# sprite_blitter

**sprite_blitter: cell density map**

Scale: 3 px per um. 12 x 12 tiles, from dark blue (low) to red (high), 0 to 100% covered.
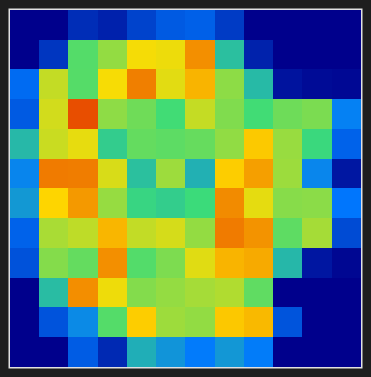

==> config.mk <==
export PLATFORM = sky130hd
export DESIGN_NAME = sprite_blitter
export DESIGN_NICKNAME = d
export VERILOG_FILES = /design/src/rtl/sprite_blitter_pkg.sv /design/src/rtl/sprite_blitter_shift.sv /design/src/rtl/sprite_blitter.sv
export SDC_FILE = /design/constraint.sdc
export NUM_CORES = 1
export LEC_CHECK = 0
export ABC_AREA = 1
export ABC_CLOCK_PERIOD_IN_PS = 2620
export CAP_MARGIN = 20
export CORE_AREA = 5 5 112 114
export CTS_BUF_LIST = sky130_fd_sc_hd__clkbuf_8 sky130_fd_sc_hd__clkbuf_16
export DETAILED_ROUTE_END_ITERATION = 10
export DIE_AREA = 0 0 117 119
export PLACE_DENSITY = 0.73
export RECOVER_POWER = 25
export SYNTH_ARGS = -nofsm -noshare
export SYNTH_HDL_FRONTEND = slang
export SYNTH_SLANG_ARGS = --single-unit
export TNS_END_PERCENT = 10
==> constraint.sdc <==
create_clock -name clk -period 2.62 [get_ports clk]
set_input_delay 0.262 -clock clk [delete_from_list [all_inputs] [get_ports clk]]
set_output_delay 0.262 -clock clk [all_outputs]
set_load 0.05 [all_outputs]
==> src/rtl/sprite_blitter_pkg.sv <==
// Shared constants and types for the sprite blitter.
//
// Contents:
//   BLIT_OP_*         command opcodes, also used by the CPU.
//   FB_BYTES_PER_ROW  bytes in one physical frame-buffer row (128 px / 8).
//   FB_BYTES          total frame-buffer size in bytes.
//   state_t           blitter sequencer states.
package sprite_blitter_pkg;

    localparam logic [2:0] BLIT_OP_NONE   = 3'd0;
    localparam logic [2:0] BLIT_OP_SPRITE = 3'd1;
    localparam logic [2:0] BLIT_OP_CLEAR  = 3'd2;

    localparam int FB_BYTES_PER_ROW = 16;
    localparam int FB_BYTES         = 1024;

    typedef enum logic [2:0] {
        ST_IDLE,
        ST_NOOP,
        ST_FETCH,
        ST_RD_L,
        ST_RD_R,
        ST_WR_L,
        ST_WR_R,
        ST_CLEAR
    } state_t;

endpackage

==> src/rtl/sprite_blitter_shift.sv <==
// Combinational sprite-row aligner.
//
// Places an 8-pixel sprite byte at a sub-byte pixel offset, producing the XOR
// masks for the two frame-buffer bytes it can straddle.
//
// Ports:
//   data    [7:0]  sprite byte, bit 7 = leftmost pixel
//   shift   [2:0]  pixel offset within the left byte (x0[2:0])
//   clip_r         1 = right byte is off-screen or unused
//   mask_l  [7:0]  XOR mask for the left byte
//   mask_r  [7:0]  XOR mask for the right byte, zero when clipped
module blit_shift (
    input  logic [7:0] data,
    input  logic [2:0] shift,
    input  logic       clip_r,
    output logic [7:0] mask_l,
    output logic [7:0] mask_r
);

    logic [15:0] shifted;

    always_comb begin
        shifted = {data, 8'h00} >> shift;
        mask_l  = shifted[15:8];
        mask_r  = clip_r ? 8'h00 : shifted[7:0];
    end

endmodule

==> src/rtl/sprite_blitter.sv <==
// Sprite blitter: executes CPU draw commands against the 1 KiB monochrome
// frame buffer. Supports XOR sprite drawing with collision detection and a
// full-buffer clear.
//
// Ports:
//   clk, rst                     clock, synchronous active-high reset
//   hires                        1 = 128x64 logical screen, 0 = 64x32
//   blit_op/src/srcHeight/destX/destY/enable   command from the CPU
//   blit_busy, blit_done         status: in progress, one-cycle completion
//   blit_collision               a set pixel was cleared by the last sprite
//   src_en/src_addr/src_data     main-RAM read port (1-cycle latency)
//   vram_en/vram_wr/vram_addr/vram_in/vram_out  frame-buffer port
//                                (1-cycle read latency)
module sprite_blitter
    import sprite_blitter_pkg::*;
(
    input  logic        clk,
    input  logic        rst,
    input  logic        hires,
    input  logic [2:0]  blit_op,
    input  logic [11:0] blit_src,
    input  logic [3:0]  blit_srcHeight,
    input  logic [6:0]  blit_destX,
    input  logic [5:0]  blit_destY,
    input  logic        blit_enable,
    output logic        blit_busy,
    output logic        blit_done,
    output logic        blit_collision,
    output logic        src_en,
    output logic [11:0] src_addr,
    input  logic [7:0]  src_data,
    output logic        vram_en,
    output logic        vram_wr,
    output logic [9:0]  vram_addr,
    output logic [7:0]  vram_in,
    input  logic [7:0]  vram_out
);

    state_t state, next_state;

    // Latched command
    logic [11:0] src_q;
    logic [3:0]  height_q;
    logic [6:0]  x0_q;
    logic [5:0]  y0_q;
    logic        hires_q;

    // Row datapath
    logic [3:0]  row_q;
    logic [7:0]  s_q;
    logic [7:0]  old_l_q;
    logic [7:0]  old_r_q;
    logic        collision_q;
    logic        done_q;
    logic [9:0]  clr_cnt_q;

    // Origin wrap applied at accept so the datapath only ever sees
    // on-screen coordinates.
    logic [6:0] x0_in;
    logic [5:0] y0_in;

    assign x0_in = hires ? blit_destX : {1'b0, blit_destX[5:0]};
    assign y0_in = hires ? blit_destY : {1'b0, blit_destY[4:0]};

    // Row geometry
    logic [4:0] right_idx;
    logic [4:0] row_bytes;
    logic       clip_r;
    logic [5:0] y_cur;
    logic [6:0] y_next;
    logic [6:0] screen_h;
    logic [4:0] row_next;
    logic       last_row;
    logic [9:0] addr_l;
    logic [9:0] addr_r;
    logic [7:0] mask_l;
    logic [7:0] mask_r;

    always_comb begin
        right_idx = {1'b0, x0_q[6:3]} + 5'd1;
        row_bytes = hires_q ? 5'd16 : 5'd8;
        // A byte-aligned sprite never touches the right byte.
        clip_r    = (x0_q[2:0] == 3'd0) || (right_idx >= row_bytes);
        y_cur     = y0_q + {2'b00, row_q};
        y_next    = {1'b0, y0_q} + {3'b000, row_q} + 7'd1;
        screen_h  = hires_q ? 7'd64 : 7'd32;
        row_next  = {1'b0, row_q} + 5'd1;
        // Bottom edge truncates the sprite rather than wrapping it.
        last_row  = (row_next == {1'b0, height_q}) || (y_next >= screen_h);
        addr_l    = {y_cur, x0_q[6:3]};
        addr_r    = {y_cur, right_idx[3:0]};
    end

    blit_shift u_shift (
        .data   (s_q),
        .shift  (x0_q[2:0]),
        .clip_r (clip_r),
        .mask_l (mask_l),
        .mask_r (mask_r)
    );

    // State register
    // NOTE: sequential state uses non-blocking assignments so every flop
    // samples pre-edge values regardless of process ordering.
    always_ff @(posedge clk) begin
        if (rst) begin
            state <= ST_IDLE;
        end else begin
            state <= next_state;
        end
    end

    // Next-state logic
    // NOTE: every combinational output gets a default first so no path
    // leaves it unassigned and infers a latch.
    always_comb begin
        next_state = state;
        case (state)
            ST_IDLE: begin
                if (blit_enable) begin
                    if (blit_op == BLIT_OP_SPRITE && blit_srcHeight != 4'd0) begin
                        next_state = ST_FETCH;
                    end else if (blit_op == BLIT_OP_CLEAR) begin
                        next_state = ST_CLEAR;
                    end else begin
                        next_state = ST_NOOP;
                    end
                end
            end
            ST_NOOP:  next_state = ST_IDLE;
            ST_FETCH: next_state = ST_RD_L;
            ST_RD_L:  next_state = ST_RD_R;
            ST_RD_R:  next_state = ST_WR_L;
            ST_WR_L:  next_state = ST_WR_R;
            ST_WR_R:  next_state = last_row ? ST_IDLE : ST_FETCH;
            ST_CLEAR: next_state = (clr_cnt_q == 10'(FB_BYTES - 1)) ? ST_IDLE : ST_CLEAR;
            default:  next_state = ST_IDLE;
        endcase
    end

    // Output decode
    always_comb begin
        blit_busy = (state != ST_IDLE);
        src_en    = 1'b0;
        src_addr  = 12'h000;
        vram_en   = 1'b0;
        vram_wr   = 1'b0;
        vram_addr = 10'h000;
        vram_in   = 8'h00;
        case (state)
            ST_FETCH: begin
                src_en   = 1'b1;
                src_addr = src_q + {8'h00, row_q};
            end
            ST_RD_L: begin
                vram_en   = 1'b1;
                vram_addr = addr_l;
            end
            ST_RD_R: begin
                vram_en   = !clip_r;
                vram_addr = addr_r;
            end
            ST_WR_L: begin
                vram_en   = 1'b1;
                vram_wr   = 1'b1;
                vram_addr = addr_l;
                vram_in   = old_l_q ^ mask_l;
            end
            ST_WR_R: begin
                vram_en   = !clip_r;
                vram_wr   = !clip_r;
                vram_addr = addr_r;
                vram_in   = old_r_q ^ mask_r;
            end
            ST_CLEAR: begin
                vram_en   = 1'b1;
                vram_wr   = 1'b1;
                vram_addr = clr_cnt_q;
            end
            default: ;
        endcase
    end

    // Command latch and row datapath
    always_ff @(posedge clk) begin
        if (rst) begin
            src_q       <= '0;
            height_q    <= '0;
            x0_q        <= '0;
            y0_q        <= '0;
            hires_q     <= 1'b0;
            row_q       <= '0;
            s_q         <= '0;
            old_l_q     <= '0;
            old_r_q     <= '0;
            collision_q <= 1'b0;
            done_q      <= 1'b0;
            clr_cnt_q   <= '0;
        end else begin
            // Done lands in the first IDLE cycle after any busy period.
            done_q <= (state != ST_IDLE) && (next_state == ST_IDLE);
            case (state)
                ST_IDLE: begin
                    if (blit_enable) begin
                        src_q       <= blit_src;
                        height_q    <= blit_srcHeight;
                        x0_q        <= x0_in;
                        y0_q        <= y0_in;
                        hires_q     <= hires;
                        row_q       <= '0;
                        clr_cnt_q   <= '0;
                        collision_q <= 1'b0;
                    end
                end
                ST_RD_L: s_q     <= src_data;
                ST_RD_R: old_l_q <= vram_out;
                ST_WR_L: begin
                    old_r_q <= clip_r ? 8'h00 : vram_out;
                    if ((old_l_q & mask_l) != 8'h00) collision_q <= 1'b1;
                end
                ST_WR_R: begin
                    // mask_r is zero when clipped, so a clipped byte never collides.
                    if ((old_r_q & mask_r) != 8'h00) collision_q <= 1'b1;
                    row_q <= row_q + 4'd1;
                end
                ST_CLEAR: clr_cnt_q <= clr_cnt_q + 10'd1;
                default: ;
            endcase
        end
    end

    assign blit_done      = done_q;
    assign blit_collision = collision_q;

endmodule

# distance_fare_tiered

==> config.mk <==
export PLATFORM = sky130hd
export DESIGN_NAME = distance_fare_tiered
export DESIGN_NICKNAME = d
export VERILOG_FILES = /design/src/rtl/distance_fare_tiered.sv
export SDC_FILE = /design/constraint.sdc
export NUM_CORES = 1
export LEC_CHECK = 0
export CAP_MARGIN = 20
export CORE_MARGIN = 4
export CORE_UTILIZATION = 42
export CTS_CLUSTER_SIZE = 20
export DETAILED_ROUTE_END_ITERATION = 10
export GPL_TIMING_DRIVEN = 1
export HOLD_SLACK_MARGIN = 0.06
export PLACE_DENSITY = 0.79
export SYNTH_ARGS = -nofsm -noshare
export SYNTH_HDL_FRONTEND = slang
export SYNTH_SLANG_ARGS = --single-unit
==> constraint.sdc <==
create_clock -name clk -period 7.6 [get_ports clk]
set_input_delay 1.14 -clock clk [delete_from_list [all_inputs] [get_ports clk]]
set_output_delay 1.14 -clock clk [all_outputs]
set_load 0.005 [all_outputs]
==> src/rtl/distance_fare_tiered.sv <==
`timescale 1ns/1ps
`default_nettype none
// ============================================================================
// Module   : distance_fare_tiered
// Brief    : BCD taxi distance/fare meter with a free base distance and a
//            two-tier per-pulse rate; fare and distance saturate independently.
// Revision : 1.0 - initial release
// ============================================================================
module distance_fare_tiered #(
    parameter int                       DIST_DIGITS = 4,
    parameter int                       FARE_DIGITS = 4,
    parameter int                       RATE_DIGITS = 3,
    parameter logic [DIST_DIGITS*4-1:0] BASE_DIST   = 'h0300,
    parameter logic [DIST_DIGITS*4-1:0] TIER_DIST   = 'h1000
) (
    input  logic                         clk,
    input  logic                         rst_n,
    input  logic                         pulse_in,
    input  logic                         en,
    input  logic                         wait_en,
    input  logic                         max_in,
    input  logic                         clr,
    input  logic [FARE_DIGITS*4-1:0]     start_fare,
    input  logic [RATE_DIGITS*4-1:0]     rate_base,
    input  logic [RATE_DIGITS*4-1:0]     rate_far,
    output logic [DIST_DIGITS*4-1:0]     distance_bcd,
    output logic [(DIST_DIGITS-2)*4-1:0] distance_km,
    output logic [FARE_DIGITS*4-1:0]     fare_bcd,
    output logic                         fare_max,
    output logic                         dist_max,
    output logic                         tier_far,
    output logic [1:0]                   state_o
);

    localparam int c_dist_w = DIST_DIGITS * 4;
    localparam int c_fare_w = FARE_DIGITS * 4;
    localparam int c_rate_w = RATE_DIGITS * 4;
    localparam int c_km_w   = (DIST_DIGITS - 2) * 4;
    localparam logic [c_fare_w-1:0] c_fare_all9 = {FARE_DIGITS{4'h9}};

    typedef enum logic [1:0] {
        S_IDLE  = 2'b00,
        S_BASE  = 2'b01,
        S_METER = 2'b10,
        S_SAT   = 2'b11
    } state_t;

    state_t              r_state;
    state_t              w_state_nx;
    logic [c_dist_w-1:0] r_dist;
    logic [c_dist_w-1:0] w_dist_nx;
    logic [c_fare_w-1:0] r_fare;
    logic [c_fare_w-1:0] w_fare_nx;
    logic                r_fare_max;
    logic                w_fare_max_nx;
    logic                r_dist_max;
    logic                w_dist_max_nx;

    logic [2:0]          r_sync;
    logic                w_ev;
    logic                w_cnt;
    logic                w_hold;
    logic                w_tier;

    logic [c_dist_w-1:0] w_dist_inc;
    logic [c_dist_w-1:0] w_dist_step;
    logic [DIST_DIGITS:0] w_dcarry;
    logic                w_dist_ovf;

    logic [c_rate_w-1:0] w_rate;
    logic [c_fare_w-1:0] w_rate_ext;
    logic [c_fare_w-1:0] w_fare_sum;
    logic [FARE_DIGITS:0] w_fcarry;

    // Two flops resynchronise the raw pulse; the third holds the previous level
    // so only the rising edge produces a single-cycle event.
    always_ff @(posedge clk or negedge rst_n) begin
        if (!rst_n) begin
            r_sync <= 3'b000;
        end else begin
            r_sync <= {r_sync[1:0], pulse_in};
        end
    end

    assign w_ev   = r_sync[1] & ~r_sync[2];
    assign w_hold = ~en | wait_en | max_in;
    assign w_cnt  = w_ev & ~w_hold & ~clr;
    assign w_tier = (r_dist >= TIER_DIST);

    // BCD +1 with ripple carry; a carry out of the top digit means all-9s.
    assign w_dcarry[0] = 1'b1;
    for (genvar i = 0; i < DIST_DIGITS; i++) begin : g_dist_inc
        logic [3:0] w_digit;
        assign w_digit                = r_dist[i*4 +: 4];
        assign w_dist_inc[i*4 +: 4]   = !w_dcarry[i]     ? w_digit :
                                        (w_digit == 4'd9) ? 4'd0    : w_digit + 4'd1;
        assign w_dcarry[i+1]          = w_dcarry[i] & (w_digit == 4'd9);
    end

    assign w_dist_ovf  = w_dcarry[DIST_DIGITS];
    assign w_dist_step = w_dist_ovf ? r_dist : w_dist_inc;

    // Tier is chosen on the distance before this pulse is added.
    assign w_rate     = w_tier ? rate_far : rate_base;
    assign w_rate_ext = c_fare_w'(w_rate);

    assign w_fcarry[0] = 1'b0;
    for (genvar i = 0; i < FARE_DIGITS; i++) begin : g_fare_add
        logic [4:0] w_sum;
        assign w_sum                = {1'b0, r_fare[i*4 +: 4]} + {1'b0, w_rate_ext[i*4 +: 4]}
                                      + {4'd0, w_fcarry[i]};
        assign w_fare_sum[i*4 +: 4] = (w_sum > 5'd9) ? w_sum[3:0] + 4'd6 : w_sum[3:0];
        assign w_fcarry[i+1]        = (w_sum > 5'd9);
    end

    always_ff @(posedge clk or negedge rst_n) begin
        if (!rst_n) begin
            r_state    <= S_IDLE;
            r_dist     <= '0;
            r_fare     <= '0;
            r_fare_max <= 1'b0;
            r_dist_max <= 1'b0;
        end else begin
            r_state    <= w_state_nx;
            r_dist     <= w_dist_nx;
            r_fare     <= w_fare_nx;
            r_fare_max <= w_fare_max_nx;
            r_dist_max <= w_dist_max_nx;
        end
    end

    always_comb begin
        w_state_nx    = r_state;
        w_dist_nx     = r_dist;
        w_fare_nx     = r_fare;
        w_fare_max_nx = r_fare_max;
        w_dist_max_nx = r_dist_max;

        if (clr) begin
            w_state_nx    = S_IDLE;
            w_dist_nx     = '0;
            w_fare_nx     = '0;
            w_fare_max_nx = 1'b0;
            w_dist_max_nx = 1'b0;
        end else if (!w_hold) begin
            case (r_state)
                S_IDLE: begin
                    // Events seen while arming the trip are not counted.
                    w_state_nx = S_BASE;
                    w_fare_nx  = start_fare;
                end
                S_BASE: begin
                    if (w_cnt) begin
                        w_dist_nx     = w_dist_step;
                        w_dist_max_nx = r_dist_max | w_dist_ovf;
                        if (w_dist_step == BASE_DIST) begin
                            w_state_nx = S_METER;
                        end
                    end
                end
                S_METER: begin
                    if (w_cnt) begin
                        w_dist_nx     = w_dist_step;
                        w_dist_max_nx = r_dist_max | w_dist_ovf;
                        if (w_fcarry[FARE_DIGITS]) begin
                            w_fare_nx     = c_fare_all9;
                            w_fare_max_nx = 1'b1;
                            w_state_nx    = S_SAT;
                        end else begin
                            w_fare_nx = w_fare_sum;
                        end
                    end
                end
                S_SAT: begin
                    if (w_cnt) begin
                        w_dist_nx     = w_dist_step;
                        w_dist_max_nx = r_dist_max | w_dist_ovf;
                    end
                end
                default: begin
                    w_state_nx = S_IDLE;
                end
            endcase
        end
    end

    assign distance_bcd = r_dist;
    assign distance_km  = r_dist[c_dist_w-1 -: c_km_w];
    assign fare_bcd     = r_fare;
    assign fare_max     = r_fare_max;
    assign dist_max     = r_dist_max;
    assign tier_far     = w_tier;
    assign state_o      = r_state;

endmodule
`default_nettype wire

# cix32_mem_arbiter_flat

--- src/rtl/cix32_mem_arbiter_if.sv ---
// cix32 memory arbiter bus bundle: fetch, data and unified memory port.
// master is the arbiter's view; slave is the core/memory side.
interface cix32_mem_arbiter_if;
   logic        imem_req;
   logic [31:0] imem_addr;
   logic [31:0] imem_rdata;
   logic        imem_ready;
   logic        dmem_req;
   logic        dmem_we;
   logic [31:0] dmem_addr;
   logic [31:0] dmem_wdata;
   logic [3:0]  dmem_wstrb;
   logic [31:0] dmem_rdata;
   logic        dmem_ready;
   logic        mem_req;
   logic        mem_we;
   logic [31:0] mem_addr;
   logic [31:0] mem_wdata;
   logic [3:0]  mem_wstrb;
   logic [31:0] mem_rdata;
   logic        mem_ready;

   modport master (
      input  imem_req, imem_addr,
      input  dmem_req, dmem_we, dmem_addr,
      input  dmem_wdata, dmem_wstrb,
      input  mem_rdata, mem_ready,
      output imem_rdata, imem_ready,
      output dmem_rdata, dmem_ready,
      output mem_req, mem_we, mem_addr,
      output mem_wdata, mem_wstrb
   );

   modport slave (
      output imem_req, imem_addr,
      output dmem_req, dmem_we, dmem_addr,
      output dmem_wdata, dmem_wstrb,
      output mem_rdata, mem_ready,
      input  imem_rdata, imem_ready,
      input  dmem_rdata, dmem_ready,
      input  mem_req, mem_we, mem_addr,
      input  mem_wdata, mem_wstrb
   );
endinterface

--- src/rtl/cix32_mem_arbiter.sv ---
// cix32 unified memory arbiter: data priority, fetch anti-starvation
// cap, per-access timeout with error word. All outputs registered.
module cix32_mem_arbiter #(
   parameter int          MAX_D_STREAK = 4,
   parameter int          TIMEOUT_CYC  = 256,
   parameter logic [31:0] ERR_DATA     = 32'hDEADBEEF
) (
   input  logic                clk,
   input  logic                rst,
   cix32_mem_arbiter_if.master bus,
   output logic [1:0]          owner,
   output logic                err_pulse,
   output logic [31:0]         err_addr,
   output logic [7:0]          err_count
);
   localparam int SW = $clog2(MAX_D_STREAK + 1);
   localparam int TW = $clog2(TIMEOUT_CYC);

   typedef enum logic [1:0] {
      IDLE, I_ACC, D_ACC, DONE
   } state_t;

   typedef struct packed {
      state_t          st;
      logic [SW-1:0]   streak;
      logic [TW-1:0]   tcnt;
      logic            mem_req;
      logic            mem_we;
      logic [31:0]     mem_addr;
      logic [31:0]     mem_wdata;
      logic [3:0]      mem_wstrb;
      logic [31:0]     irdata;
      logic [31:0]     drdata;
      logic            iready;
      logic            dready;
      logic [1:0]      owner;
      logic            err_pulse;
      logic [31:0]     err_addr;
      logic [7:0]      err_count;
   } regs_t;

   regs_t cur;
   regs_t nxt;
   logic  d_win;
   logic  expire;
   logic  [31:0] rd;

   always_ff @(posedge clk) begin
      if (rst) cur <= '0;
      else     cur <= nxt;
   end

   assign d_win  = bus.dmem_req &&
                   (!bus.imem_req ||
                    cur.streak < SW'(MAX_D_STREAK));
   assign expire = cur.tcnt == TW'(TIMEOUT_CYC - 1);
   assign rd     = bus.mem_ready ? bus.mem_rdata : ERR_DATA;

   always_comb begin
      nxt = cur;
      unique case (cur.st)
         IDLE: begin
            if (d_win) begin
               nxt.st        = D_ACC;
               nxt.owner     = 2'b10;
               nxt.mem_req   = 1'b1;
               nxt.mem_we    = bus.dmem_we;
               nxt.mem_addr  = bus.dmem_addr;
               nxt.mem_wdata = bus.dmem_wdata;
               nxt.mem_wstrb = bus.dmem_we ?
                               bus.dmem_wstrb : 4'b0000;
               nxt.tcnt      = '0;
               nxt.streak    = bus.imem_req ?
                               cur.streak + 1'b1 : '0;
            end else if (bus.imem_req) begin
               nxt.st        = I_ACC;
               nxt.owner     = 2'b01;
               nxt.mem_req   = 1'b1;
               nxt.mem_we    = 1'b0;
               nxt.mem_addr  = bus.imem_addr;
               nxt.mem_wdata = '0;
               nxt.mem_wstrb = 4'b0000;
               nxt.tcnt      = '0;
               nxt.streak    = '0;
            end
         end
         I_ACC, D_ACC: begin
            if (bus.mem_ready || expire) begin
               nxt.st      = DONE;
               nxt.mem_req = 1'b0;
               if (cur.st == I_ACC) begin
                  nxt.irdata = rd;
                  nxt.iready = 1'b1;
               end else begin
                  nxt.drdata = rd;
                  nxt.dready = 1'b1;
               end
               // a late answer on the expiry edge still wins
               if (!bus.mem_ready) begin
                  nxt.err_pulse = 1'b1;
                  nxt.err_addr  = cur.mem_addr;
                  if (cur.err_count != 8'hFF)
                     nxt.err_count = cur.err_count + 8'd1;
               end
            end else begin
               nxt.tcnt = cur.tcnt + 1'b1;
            end
         end
         DONE: begin
            nxt.st        = IDLE;
            nxt.owner     = 2'b00;
            nxt.iready    = 1'b0;
            nxt.dready    = 1'b0;
            nxt.err_pulse = 1'b0;
         end
         default: nxt.st = IDLE;
      endcase
   end

   assign bus.mem_req    = cur.mem_req;
   assign bus.mem_we     = cur.mem_we;
   assign bus.mem_addr   = cur.mem_addr;
   assign bus.mem_wdata  = cur.mem_wdata;
   assign bus.mem_wstrb  = cur.mem_wstrb;
   assign bus.imem_rdata = cur.irdata;
   assign bus.imem_ready = cur.iready;
   assign bus.dmem_rdata = cur.drdata;
   assign bus.dmem_ready = cur.dready;
   assign owner          = cur.owner;
   assign err_pulse      = cur.err_pulse;
   assign err_addr       = cur.err_addr;
   assign err_count      = cur.err_count;
endmodule

--- src/flat_wrapper.sv ---
// flat-port wrapper written by rule: the top's interface ports become plain ports
module cix32_mem_arbiter_flat 
#(
   parameter int          MAX_D_STREAK = 4,
   parameter int          TIMEOUT_CYC  = 256,
   parameter logic [31:0] ERR_DATA     = 32'hDEADBEEF
)
  (clk, rst, owner, err_pulse, err_addr, err_count, bus_imem_req, bus_imem_addr, bus_dmem_req, bus_dmem_we, bus_dmem_addr, bus_dmem_wdata, bus_dmem_wstrb, bus_mem_rdata, bus_mem_ready, bus_imem_rdata, bus_imem_ready, bus_dmem_rdata, bus_dmem_ready, bus_mem_req, bus_mem_we, bus_mem_addr, bus_mem_wdata, bus_mem_wstrb);
  cix32_mem_arbiter_if bus_i ();
  input  logic clk;
  input  logic rst;
  output logic [1:0] owner;
  output logic err_pulse;
  output logic [31:0] err_addr;
  output logic [7:0] err_count;
  input wire logic [$bits(bus_i.imem_req)-1:0] bus_imem_req;
  input wire logic [$bits(bus_i.imem_addr)-1:0] bus_imem_addr;
  input wire logic [$bits(bus_i.dmem_req)-1:0] bus_dmem_req;
  input wire logic [$bits(bus_i.dmem_we)-1:0] bus_dmem_we;
  input wire logic [$bits(bus_i.dmem_addr)-1:0] bus_dmem_addr;
  input wire logic [$bits(bus_i.dmem_wdata)-1:0] bus_dmem_wdata;
  input wire logic [$bits(bus_i.dmem_wstrb)-1:0] bus_dmem_wstrb;
  input wire logic [$bits(bus_i.mem_rdata)-1:0] bus_mem_rdata;
  input wire logic [$bits(bus_i.mem_ready)-1:0] bus_mem_ready;
  output wire logic [$bits(bus_i.imem_rdata)-1:0] bus_imem_rdata;
  output wire logic [$bits(bus_i.imem_ready)-1:0] bus_imem_ready;
  output wire logic [$bits(bus_i.dmem_rdata)-1:0] bus_dmem_rdata;
  output wire logic [$bits(bus_i.dmem_ready)-1:0] bus_dmem_ready;
  output wire logic [$bits(bus_i.mem_req)-1:0] bus_mem_req;
  output wire logic [$bits(bus_i.mem_we)-1:0] bus_mem_we;
  output wire logic [$bits(bus_i.mem_addr)-1:0] bus_mem_addr;
  output wire logic [$bits(bus_i.mem_wdata)-1:0] bus_mem_wdata;
  output wire logic [$bits(bus_i.mem_wstrb)-1:0] bus_mem_wstrb;
  assign bus_i.imem_req = bus_imem_req;
  assign bus_i.imem_addr = bus_imem_addr;
  assign bus_i.dmem_req = bus_dmem_req;
  assign bus_i.dmem_we = bus_dmem_we;
  assign bus_i.dmem_addr = bus_dmem_addr;
  assign bus_i.dmem_wdata = bus_dmem_wdata;
  assign bus_i.dmem_wstrb = bus_dmem_wstrb;
  assign bus_i.mem_rdata = bus_mem_rdata;
  assign bus_i.mem_ready = bus_mem_ready;
  assign bus_imem_rdata = bus_i.imem_rdata;
  assign bus_imem_ready = bus_i.imem_ready;
  assign bus_dmem_rdata = bus_i.dmem_rdata;
  assign bus_dmem_ready = bus_i.dmem_ready;
  assign bus_mem_req = bus_i.mem_req;
  assign bus_mem_we = bus_i.mem_we;
  assign bus_mem_addr = bus_i.mem_addr;
  assign bus_mem_wdata = bus_i.mem_wdata;
  assign bus_mem_wstrb = bus_i.mem_wstrb;
  cix32_mem_arbiter #(.MAX_D_STREAK(MAX_D_STREAK), .TIMEOUT_CYC(TIMEOUT_CYC), .ERR_DATA(ERR_DATA)) u_core (.clk(clk), .rst(rst), .bus(bus_i), .owner(owner), .err_pulse(err_pulse), .err_addr(err_addr), .err_count(err_count));
endmodule
--- config.mk ---
export PLATFORM = sky130hd
export DESIGN_NAME = cix32_mem_arbiter_flat
export DESIGN_NICKNAME = d
export VERILOG_FILES = /design/src/rtl/cix32_mem_arbiter_if.sv /design/src/rtl/cix32_mem_arbiter.sv /design/src/flat_wrapper.sv
export SDC_FILE = /design/constraint.sdc
export NUM_CORES = 1
export LEC_CHECK = 0
export ABC_AREA = 1
export CORE_AREA = 10 10 152 154
export DETAILED_ROUTE_END_ITERATION = 10
export DIE_AREA = 0 0 162 164
export GPL_ROUTABILITY_DRIVEN = 0
export PLACE_DENSITY = 0.8
export SLEW_MARGIN = 30
export SYNTH_ARGS = -nofsm -noshare
export SYNTH_HDL_FRONTEND = slang
export SYNTH_SLANG_ARGS = --single-unit
--- constraint.sdc ---
create_clock -name clk -period 1.9 [get_ports clk]
set_input_delay 0.38 -clock clk [delete_from_list [all_inputs] [get_ports clk]]
set_output_delay 0.38 -clock clk [all_outputs]
set_load 0.1 [all_outputs]
# parking_gate_ctrl

<file path="config.mk">
export PLATFORM = sky130hd
export DESIGN_NAME = parking_gate_ctrl
export DESIGN_NICKNAME = d
export VERILOG_FILES = /design/src/rtl/parking_gate_ctrl.sv
export SDC_FILE = /design/constraint.sdc
export NUM_CORES = 1
export LEC_CHECK = 0
export ABC_AREA = 1
export CAP_MARGIN = 10
export CORE_MARGIN = 10
export CORE_UTILIZATION = 48
export DETAILED_ROUTE_END_ITERATION = 8
export HOLD_SLACK_MARGIN = 0.1
export PLACE_DENSITY = 0.86
export SETUP_SLACK_MARGIN = 0.5
export SYNTH_ARGS = -nofsm -noshare
export SYNTH_HDL_FRONTEND = slang
export SYNTH_SLANG_ARGS = --single-unit
</file>
<file path="constraint.sdc">
create_clock -name i_ckt -period 1.37 [get_ports i_ckt]
set_input_delay 0.274 -clock i_ckt [delete_from_list [all_inputs] [get_ports i_ckt]]
set_output_delay 0.274 -clock i_ckt [all_outputs]
set_load 0.01 [all_outputs]
</file>
<file path="src/rtl/parking_gate_ctrl.sv">
// Entry-barrier controller: admits one waiting car at a time into the lowest free slot,
// opens the barrier until the car passes or the open timer expires, and counts admissions.
module parking_gate_ctrl #(
  parameter int NUM_SLOTS   = 3,
  parameter int OPEN_CYCLES = 8,
  parameter int CNT_W       = 8,
  parameter int SLOT_W      = 2
) (
  input  logic                 i_ckt,
  input  logic                 i_rst,
  input  logic [NUM_SLOTS-1:0] i_slot_occ,
  input  logic                 i_free,
  input  logic                 i_entry_req,
  input  logic                 i_car_passed,
  output logic                 o_gate_open,
  output logic                 o_assign_valid,
  output logic [SLOT_W-1:0]    o_assign_slot,
  output logic                 o_full_lamp,
  output logic                 o_timed_out,
  output logic [CNT_W-1:0]     o_admit_cnt
);

  localparam int TMR_W = (OPEN_CYCLES > 2) ? $clog2(OPEN_CYCLES) : 1;

  typedef enum logic [1:0] {
    S_IDLE = 2'd0,
    S_OPEN = 2'd1,
    S_HOLD = 2'd2
  } state_t;

  state_t            r_state, w_state_nxt;
  logic [TMR_W-1:0]  r_timer, w_timer_nxt;
  logic              r_gate, w_gate_nxt;
  logic              r_valid, w_valid_nxt;
  logic [SLOT_W-1:0] r_slot, w_slot_nxt;
  logic              r_full;
  logic              r_to, w_to_nxt;
  logic [CNT_W-1:0]  r_cnt, w_cnt_nxt;

  logic              w_space;
  logic [SLOT_W-1:0] w_free_idx;

  // FREE alone is not trusted: an all-occupied map means full regardless.
  assign w_space = i_free & ~(&i_slot_occ);

  always_comb begin
    w_free_idx = '0;
    for (int i = NUM_SLOTS - 1; i >= 0; i--) begin
      if (!i_slot_occ[i]) w_free_idx = SLOT_W'(i);
    end
  end

  always_comb begin
    w_state_nxt = r_state;
    w_timer_nxt = r_timer;
    w_gate_nxt  = r_gate;
    w_valid_nxt = 1'b0;
    w_slot_nxt  = r_slot;
    w_to_nxt    = 1'b0;
    w_cnt_nxt   = r_cnt;
    case (r_state)
      S_IDLE: begin
        w_gate_nxt = 1'b0;
        if (i_entry_req && w_space) begin
          w_state_nxt = S_OPEN;
          w_gate_nxt  = 1'b1;
          w_valid_nxt = 1'b1;
          w_slot_nxt  = w_free_idx;
          w_timer_nxt = TMR_W'(OPEN_CYCLES - 1);
        end
      end
      S_OPEN: begin
        if (i_car_passed) begin
          w_state_nxt = S_HOLD;
          w_gate_nxt  = 1'b0;
          if (r_cnt != {CNT_W{1'b1}}) w_cnt_nxt = r_cnt + CNT_W'(1);
        end else if (r_timer == '0) begin
          w_state_nxt = S_HOLD;
          w_gate_nxt  = 1'b0;
          w_to_nxt    = 1'b1;
        end else begin
          w_timer_nxt = r_timer - TMR_W'(1);
        end
      end
      S_HOLD: begin
        // Wait for the request to drop so the same car is never admitted twice.
        w_gate_nxt = 1'b0;
        if (!i_entry_req) w_state_nxt = S_IDLE;
      end
      default: begin
        w_state_nxt = S_IDLE;
        w_gate_nxt  = 1'b0;
      end
    endcase
  end

  always_ff @(posedge i_ckt) begin
    if (i_rst) begin
      r_state <= S_IDLE;
      r_timer <= '0;
      r_gate  <= 1'b0;
      r_valid <= 1'b0;
      r_slot  <= '0;
      r_full  <= 1'b0;
      r_to    <= 1'b0;
      r_cnt   <= '0;
    end else begin
      r_state <= w_state_nxt;
      r_timer <= w_timer_nxt;
      r_gate  <= w_gate_nxt;
      r_valid <= w_valid_nxt;
      r_slot  <= w_slot_nxt;
      r_full  <= ~w_space;
      r_to    <= w_to_nxt;
      r_cnt   <= w_cnt_nxt;
    end
  end

  assign o_gate_open    = r_gate;
  assign o_assign_valid = r_valid;
  assign o_assign_slot  = r_slot;
  assign o_full_lamp    = r_full;
  assign o_timed_out    = r_to;
  assign o_admit_cnt    = r_cnt;

endmodule

</file>

==> screenshots <==
Cells coloured by class.
shot_01.png
Scale: 3 px per um.
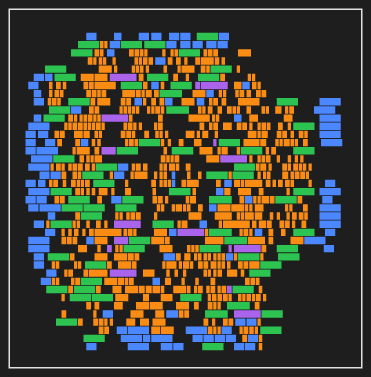
shot_02.png
Scale: 4 px per um.
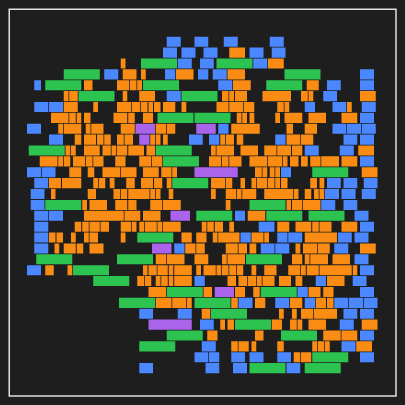
shot_03.png
Scale: 6 px per um.
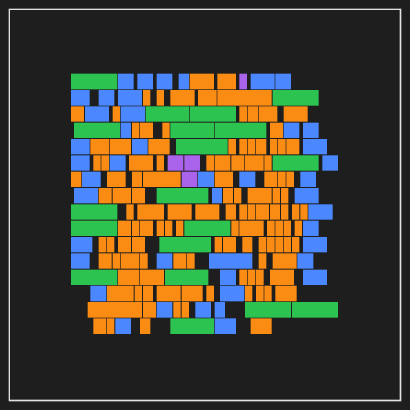
shot_04.png
Scale: 2 px per um.
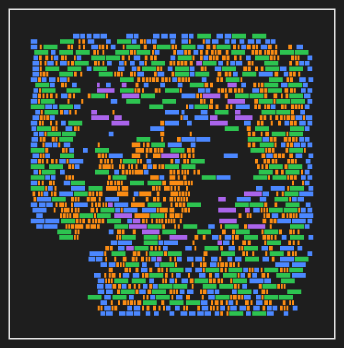
Of these, highest utilization: shot_03.png
Of these, most cells: shot_04.png
- shot_03.png = parking_gate_ctrl
- shot_04.png = cix32_mem_arbiter_flat
- shot_02.png = distance_fare_tiered
- shot_01.png = sprite_blitter

**parking_gate_ctrl: placement view**

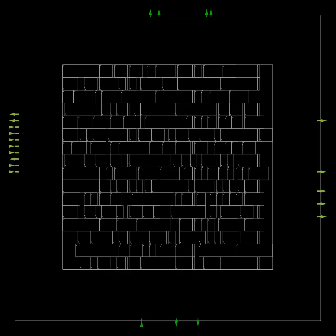
count of inserted tapcells: 27
flop share of the area: 25.37%
final cell count without fillers: 214
Seq cells: 19

==> results.txt, parking_gate_ctrl <==
Physical implementation status

The flow ran to the end, and the final reports show no timing, DRC or antenna violations. In this run the worst path has a maximum fanout of 3. The final standard cell utilization of the core stands at 83.05%. The critical path's largest stage delay stands at 0.37 ns. STA shows the worst min-delay path finishing at o_assign_slot[1]. The combinational share of cell area stands at around two fifths. The number of diodes added for antenna fixing stands at 0. The count of endpoints failing hold in the final timing report stands at 0. Looking at area per cell type in the netlist, the leader is sky130_fd_sc_hd__dfxtp_1. The layout contains a multi-input combinational cell count of 98. Per the area breakdown, the dominant cell category is combinational gates. The most critical setup path has its endpoint at r_timer[2]. The global router's overall resource usage stands at ~12%. The pin count of the biggest net entering global routing stands at 12. Data on the critical path is required at its endpoint by ~1.6 ns. The share of synthesized cell area in full adder, half adder and majority cells stands at just under 4%.

The HPWL after detailed placement stands at between 1.5 and 2 mm. The share of post-route cells with drive strength above 1 stands at 53.48%. Counting stages on the worst path, the most repeated cell is sky130_fd_sc_hd__nor2_4. STA classifies the critical path startpoint as a flip-flop.

The fraction of power spent switching nets stands at between 20% and 30%. The leakage power total stands at roughly 0.00074 uW. The synthesis run shows the most used standard cells to be sky130_fd_sc_hd__nand2_1 (29), sky130_fd_sc_hd__nor2_1 (22), sky130_fd_sc_hd__dfxtp_1 (19), sky130_fd_sc_hd__inv_1 (19), sky130_fd_sc_hd__nand3_1 (15). The number of standard cells after synthesis stands at 140. STA on the placed design reports a worst setup slack of -0.1192 ns.

The post-route cell area stands at ~1600 um^2.
-- parking_gate_ctrl: state kept, by name, summed over array words and instances (netlist names) --
signal          cells
o_admit_cnt         8
o_assign_slot       2
o_assign_valid      1
o_full_lamp         1
o_gate_open         1
o_timed_out         1
r_state             2
r_timer             3
-- parking_gate_ctrl: per-layer routing --
| metal | GRT usage, % | share of wire (%) | wire length [um] |
|---|---|---|---|
| met3 | 4.639 | 6.7 | 209 |
| met2 | 23.52 | 53 | 1642 |
| met4 | 4.278 | 3.4 | 105 |
| met5 | 0 | 0 | 0 |
| met1 | 11.53 | 37 | 1153 |
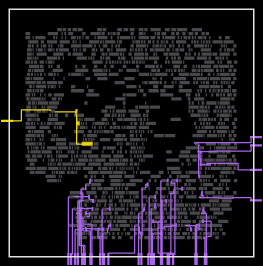
**Above:** cix32_mem_arbiter_flat (nets reached from selected ports).
Scale: 1.5 px per um.
bus_imem_req -> yellow  # direction input, edge west, end cells 4, buffers 1, wire 80.0 um
bus_dmem_addr -> purple  # direction input, edge 28 south, 4 east, end cells 32, buffers 32, wire 1,250 um
number of placed I/O pins: 317
count of input and output buffers: 316

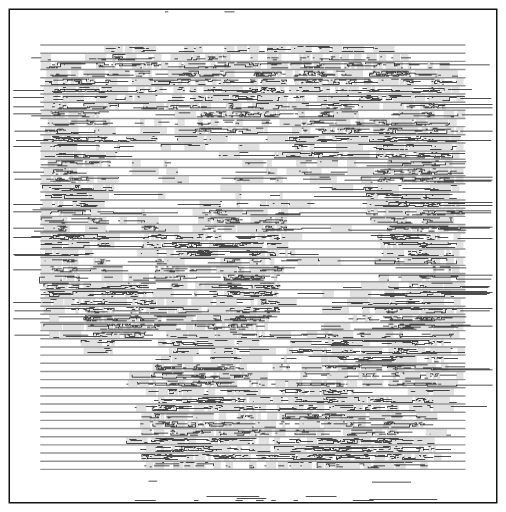
**Above:** cix32_mem_arbiter_flat (the metal 1 layer).
Scale: 3 px per um. Supply wires on this layer in grey.
wire length on this layer = 10,300 um
longest straight run = 39.1 um

==> results.txt, cix32_mem_arbiter_flat <==
Physical implementation status

The post-synthesis average cell area stands at between 7 and 8 um^2. The critical path required time stands at roughly 2.2 ns. For this run the top cell type by instance count after synthesis was sky130_fd_sc_hd__nand2_1. The fraction of synthesized cell area taken by the top area cell type stands at between 40 and 50%. The share of synthesized cell area in full adder, half adder and majority cells stands at less than 1%. The total congestion overflow after global routing stands at 0.

The synthesized instance count is ~1,200. STA lists the startpoint of the worst hold path as u_core.bus.imem_rdata[18]. The number of diodes added for antenna fixing stands at 0. CTS built an H-tree with a depth of 4. The final critical-path required period stands at about 1.7 ns. Per STA, the endpoint of the critical path is u_core.cur[180]. The run finished with clean final reports. TritonRoute reported its final design rule violation total as 0.

Across all setup checks in the final design, the least slack found is between 0.15 and 0.2 ns.
[cix32_mem_arbiter_flat: area by class of cell]
type / instances / area share, %
Clock buffer: 18 / 3.747
Clock inverter: 14 / 1.068
Inverter: 79 / 2.530
Multi-Input combinational cell: 666 / 27.68
Sequential cell: 192 / 32.80
Tap cell: 270 / 2.882
Timing Repair Buffer: 344 / 29.29
[cix32_mem_arbiter_flat: layer usage]
metal / part of all wire, % / GRT usage, %
met2: 50 / 31.95
met3: 6.9 / 5.732
met1: 41 / 21.26
met4: 2.2 / 5.831
met5: 0 / 0
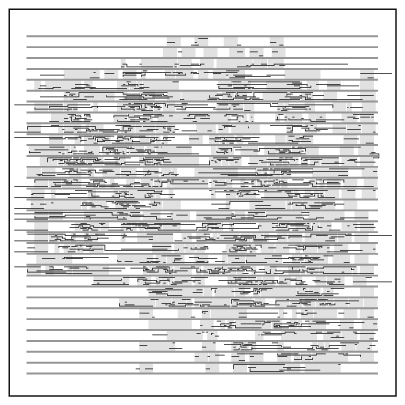
**Above:** distance_fare_tiered (the metal 1 layer).
Scale: 4 px per um. Supply wires on this layer in grey.
longest straight run = 21.2 um
share of all routed wire = 42%
wire length on this layer = 3,810 um
nets with wire on the layer = 453

==> results.txt, distance_fare_tiered <==
Physical implementation status

The run finished with clean final reports. The first global-routing pass estimated ~14 mm of wire. The synthesized design contains 0 enable-type register cells. The synthesized net count stands at 441. The number of rows created at floorplan stands at 31. Clock tree buffers and inverters occupy just over 3% of the routed design's cell area. The number of buffers inserted by post-CTS setup repair stands at 0. The logs give a warning total of 38. The post-synthesis register bit count stands at 39. The layout buffer count excluding clock buffers stands at approximately 110. The power in the clock group stands at 213 uW. Counting buffers and inverters, the worst setup path is 30 cells deep. The number of clock buffers inserted by TritonCTS stands at 5. The count of nets left with antenna violations once routing finished came out at 0. For reference, the mux area share after synthesis is 8.782%. The endpoint identified for the worst register-to-register timing path is state_o[0]. CTS saw 39 sinks. The largest clock skew in the final design stands at 0.009489 ns. The register area stands at between 900 and 1000 um^2. The tightest min-delay check is of the flip-flop to flip-flop type.

After synthesis, the largest family of logic cells by area is simple AND/OR/NAND/NOR gates. Summed over all failing endpoints, the final setup total negative slack is 0 ns.
==> distance_fare_tiered: routing by layer <==
| layer | global-route usage, % | share of wire (%) | wire [um] | vias up |
|---|---|---|---|---|
| met3 | 3.440 | 7.8 | 703 | 13 |
| met2 | 35.08 | 48 | 4370 | 108 |
| met4 | 6.893 | 1.6 | 144 | 0 |
| met5 | 0 | 0 | 0 | - |
| li1 | - | - | - | 1486 |
| met1 | 23.27 | 42 | 3805 | 1538 |
==> distance_fare_tiered: through the flow <==
stage               std cells  utilization [%]
floorplan                 364                -
global placement          544            57.64
detailed placement        545            57.79
finish                    556            60.41
CTS                       553            59.64
global route              556            60.41
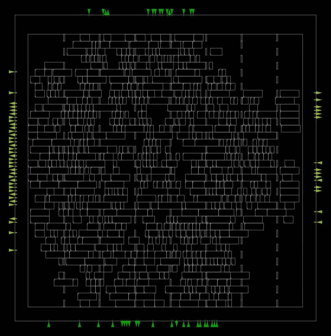
**Above:** sprite_blitter (placement view).
Cell Rows: 39
Layout Utilization: 54.84%

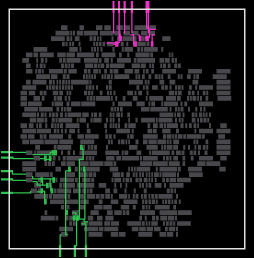
**Above:** sprite_blitter (nets reached from selected ports).
Scale: 2 px per um.
vram_out -> green  # direction input, edge 5 west, 3 south, end cells 16, buffers 8, wire 259 um
blit_destY -> magenta  # direction input, edge north, end cells 6, buffers 6, wire 106 um
count of input and output buffers: 87
number of placed I/O pins: 88

Notes on 'cell density map' of sprite_blitter above:
tiles over 75% full = 15%
emptiest ninth of the die = north-east
nearly empty tiles = 17%
mean over tiles = 43%
fullest tile = 91%
Core Area: 11,320 um^2
fp util: 39.41%

==> results.txt, sprite_blitter <==
Physical implementation status

src_q holds more flip-flops than any other register. For this design the static power due to leakage is between 0.002 and 0.003 uW. The largest part of the power goes to sequential cells. The last timing report of the flow puts the setup violation total at 7. Detailed-route iteration 0 reported a violation count of approximately 250. The smallest setup slack after layout stands at -0.2751 ns.

After detailed routing, no signal wire sits above met4. Clock cells make up 4.434% of the layout cell area. Max-cap violations in this run came to 0.

The post-detailed-route via-to-cell ratio stands at a little over 5. In this run the worst hold path is classified as flip-flop to flip-flop. The checks that failed: setup timing. Per report_power, the clock group accounts for ~32% of the total.

The final critical-path required period stands at between 2 and 3 ns. The registers reported with the highest flop counts are src_q x12, clr_cnt_q x10. Sorting the synthesized cells by area gives the leading types as sky130_fd_sc_hd__dfxtp_1 (33%), sky130_fd_sc_hd__nand2_1 (11%), sky130_fd_sc_hd__ha_1 (9.0%), sky130_fd_sc_hd__o21ai_0 (8.0%), sky130_fd_sc_hd__a21oi_1 (7.6%).

The yosys cell count stands at 652. CTS placed an instance of sky130_fd_sc_hd__clkbuf_16 at the clock tree root. Looking at the setup timing report, the critical path kind is flip-flop to output port. After filler insertion, the fill cell instance count of the layout stands at 1,078. Looking at the critical path, the single cell with the biggest stage delay is sky130_fd_sc_hd__dfxtp_2. Setup total negative slack on the finished layout was measured at -1.508 ns. The run finished, with violations left. The total stage count of the critical path stands at 11. Yosys instantiated no cell more often than sky130_fd_sc_hd__nand2_1. Of the combinational cells, the family taking the most area is simple AND/OR/NAND/NOR gates. The maximum fanout count along the critical path stands at 4. The final layout contains around 840 nets. The timing report shows the most common cell along the critical path to be sky130_fd_sc_hd__buf_6. STA classifies the critical path endpoint as an output port.
==> sprite_blitter: routing by layer <==
metal / vias to the layer above / global-route usage (%)
li1: 2381 / -
met1: 2048 / 25.98
met2: 136 / 29.27
met3: 15 / 3.550
met4: 0 / 6.380
met5: - / 0
==> sprite_blitter: tightest hold or removal path: cells and delay by family, from the launching register on <==
family	cells	cell delay, ns
buffers and inverters	1	0.06
flip-flops	1	0.31
AND-OR/OR-AND	1	0.05


==> layout pictures side by side <==
Cell density map.
(a)
Scale: 6 px per um. 6 x 6 tiles, from dark blue (low) to red (high), 0 to 100% covered.
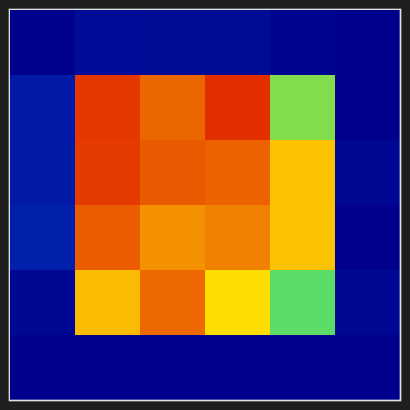
(b)
Scale: 4 px per um. 10 x 10 tiles, from dark blue (low) to red (high), 0 to 100% covered.
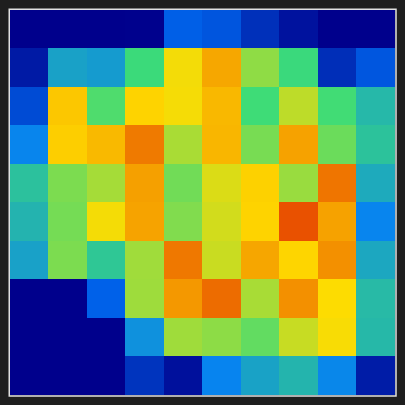
(c)
Scale: 2 px per um. 16 x 16 tiles, from dark blue (low) to red (high), 0 to 100% covered.
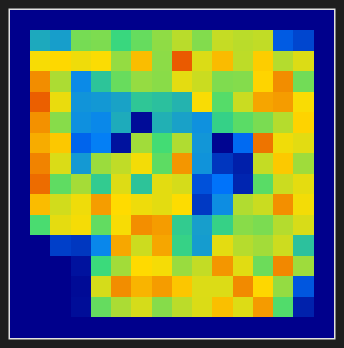
- cix32_mem_arbiter_flat = (c)
- parking_gate_ctrl = (a)
- distance_fare_tiered = (b)
Of these, largest die: (c)
Of these, highest utilization: (a)

No activity file was given, so power comes from the tool's default toggle rates.
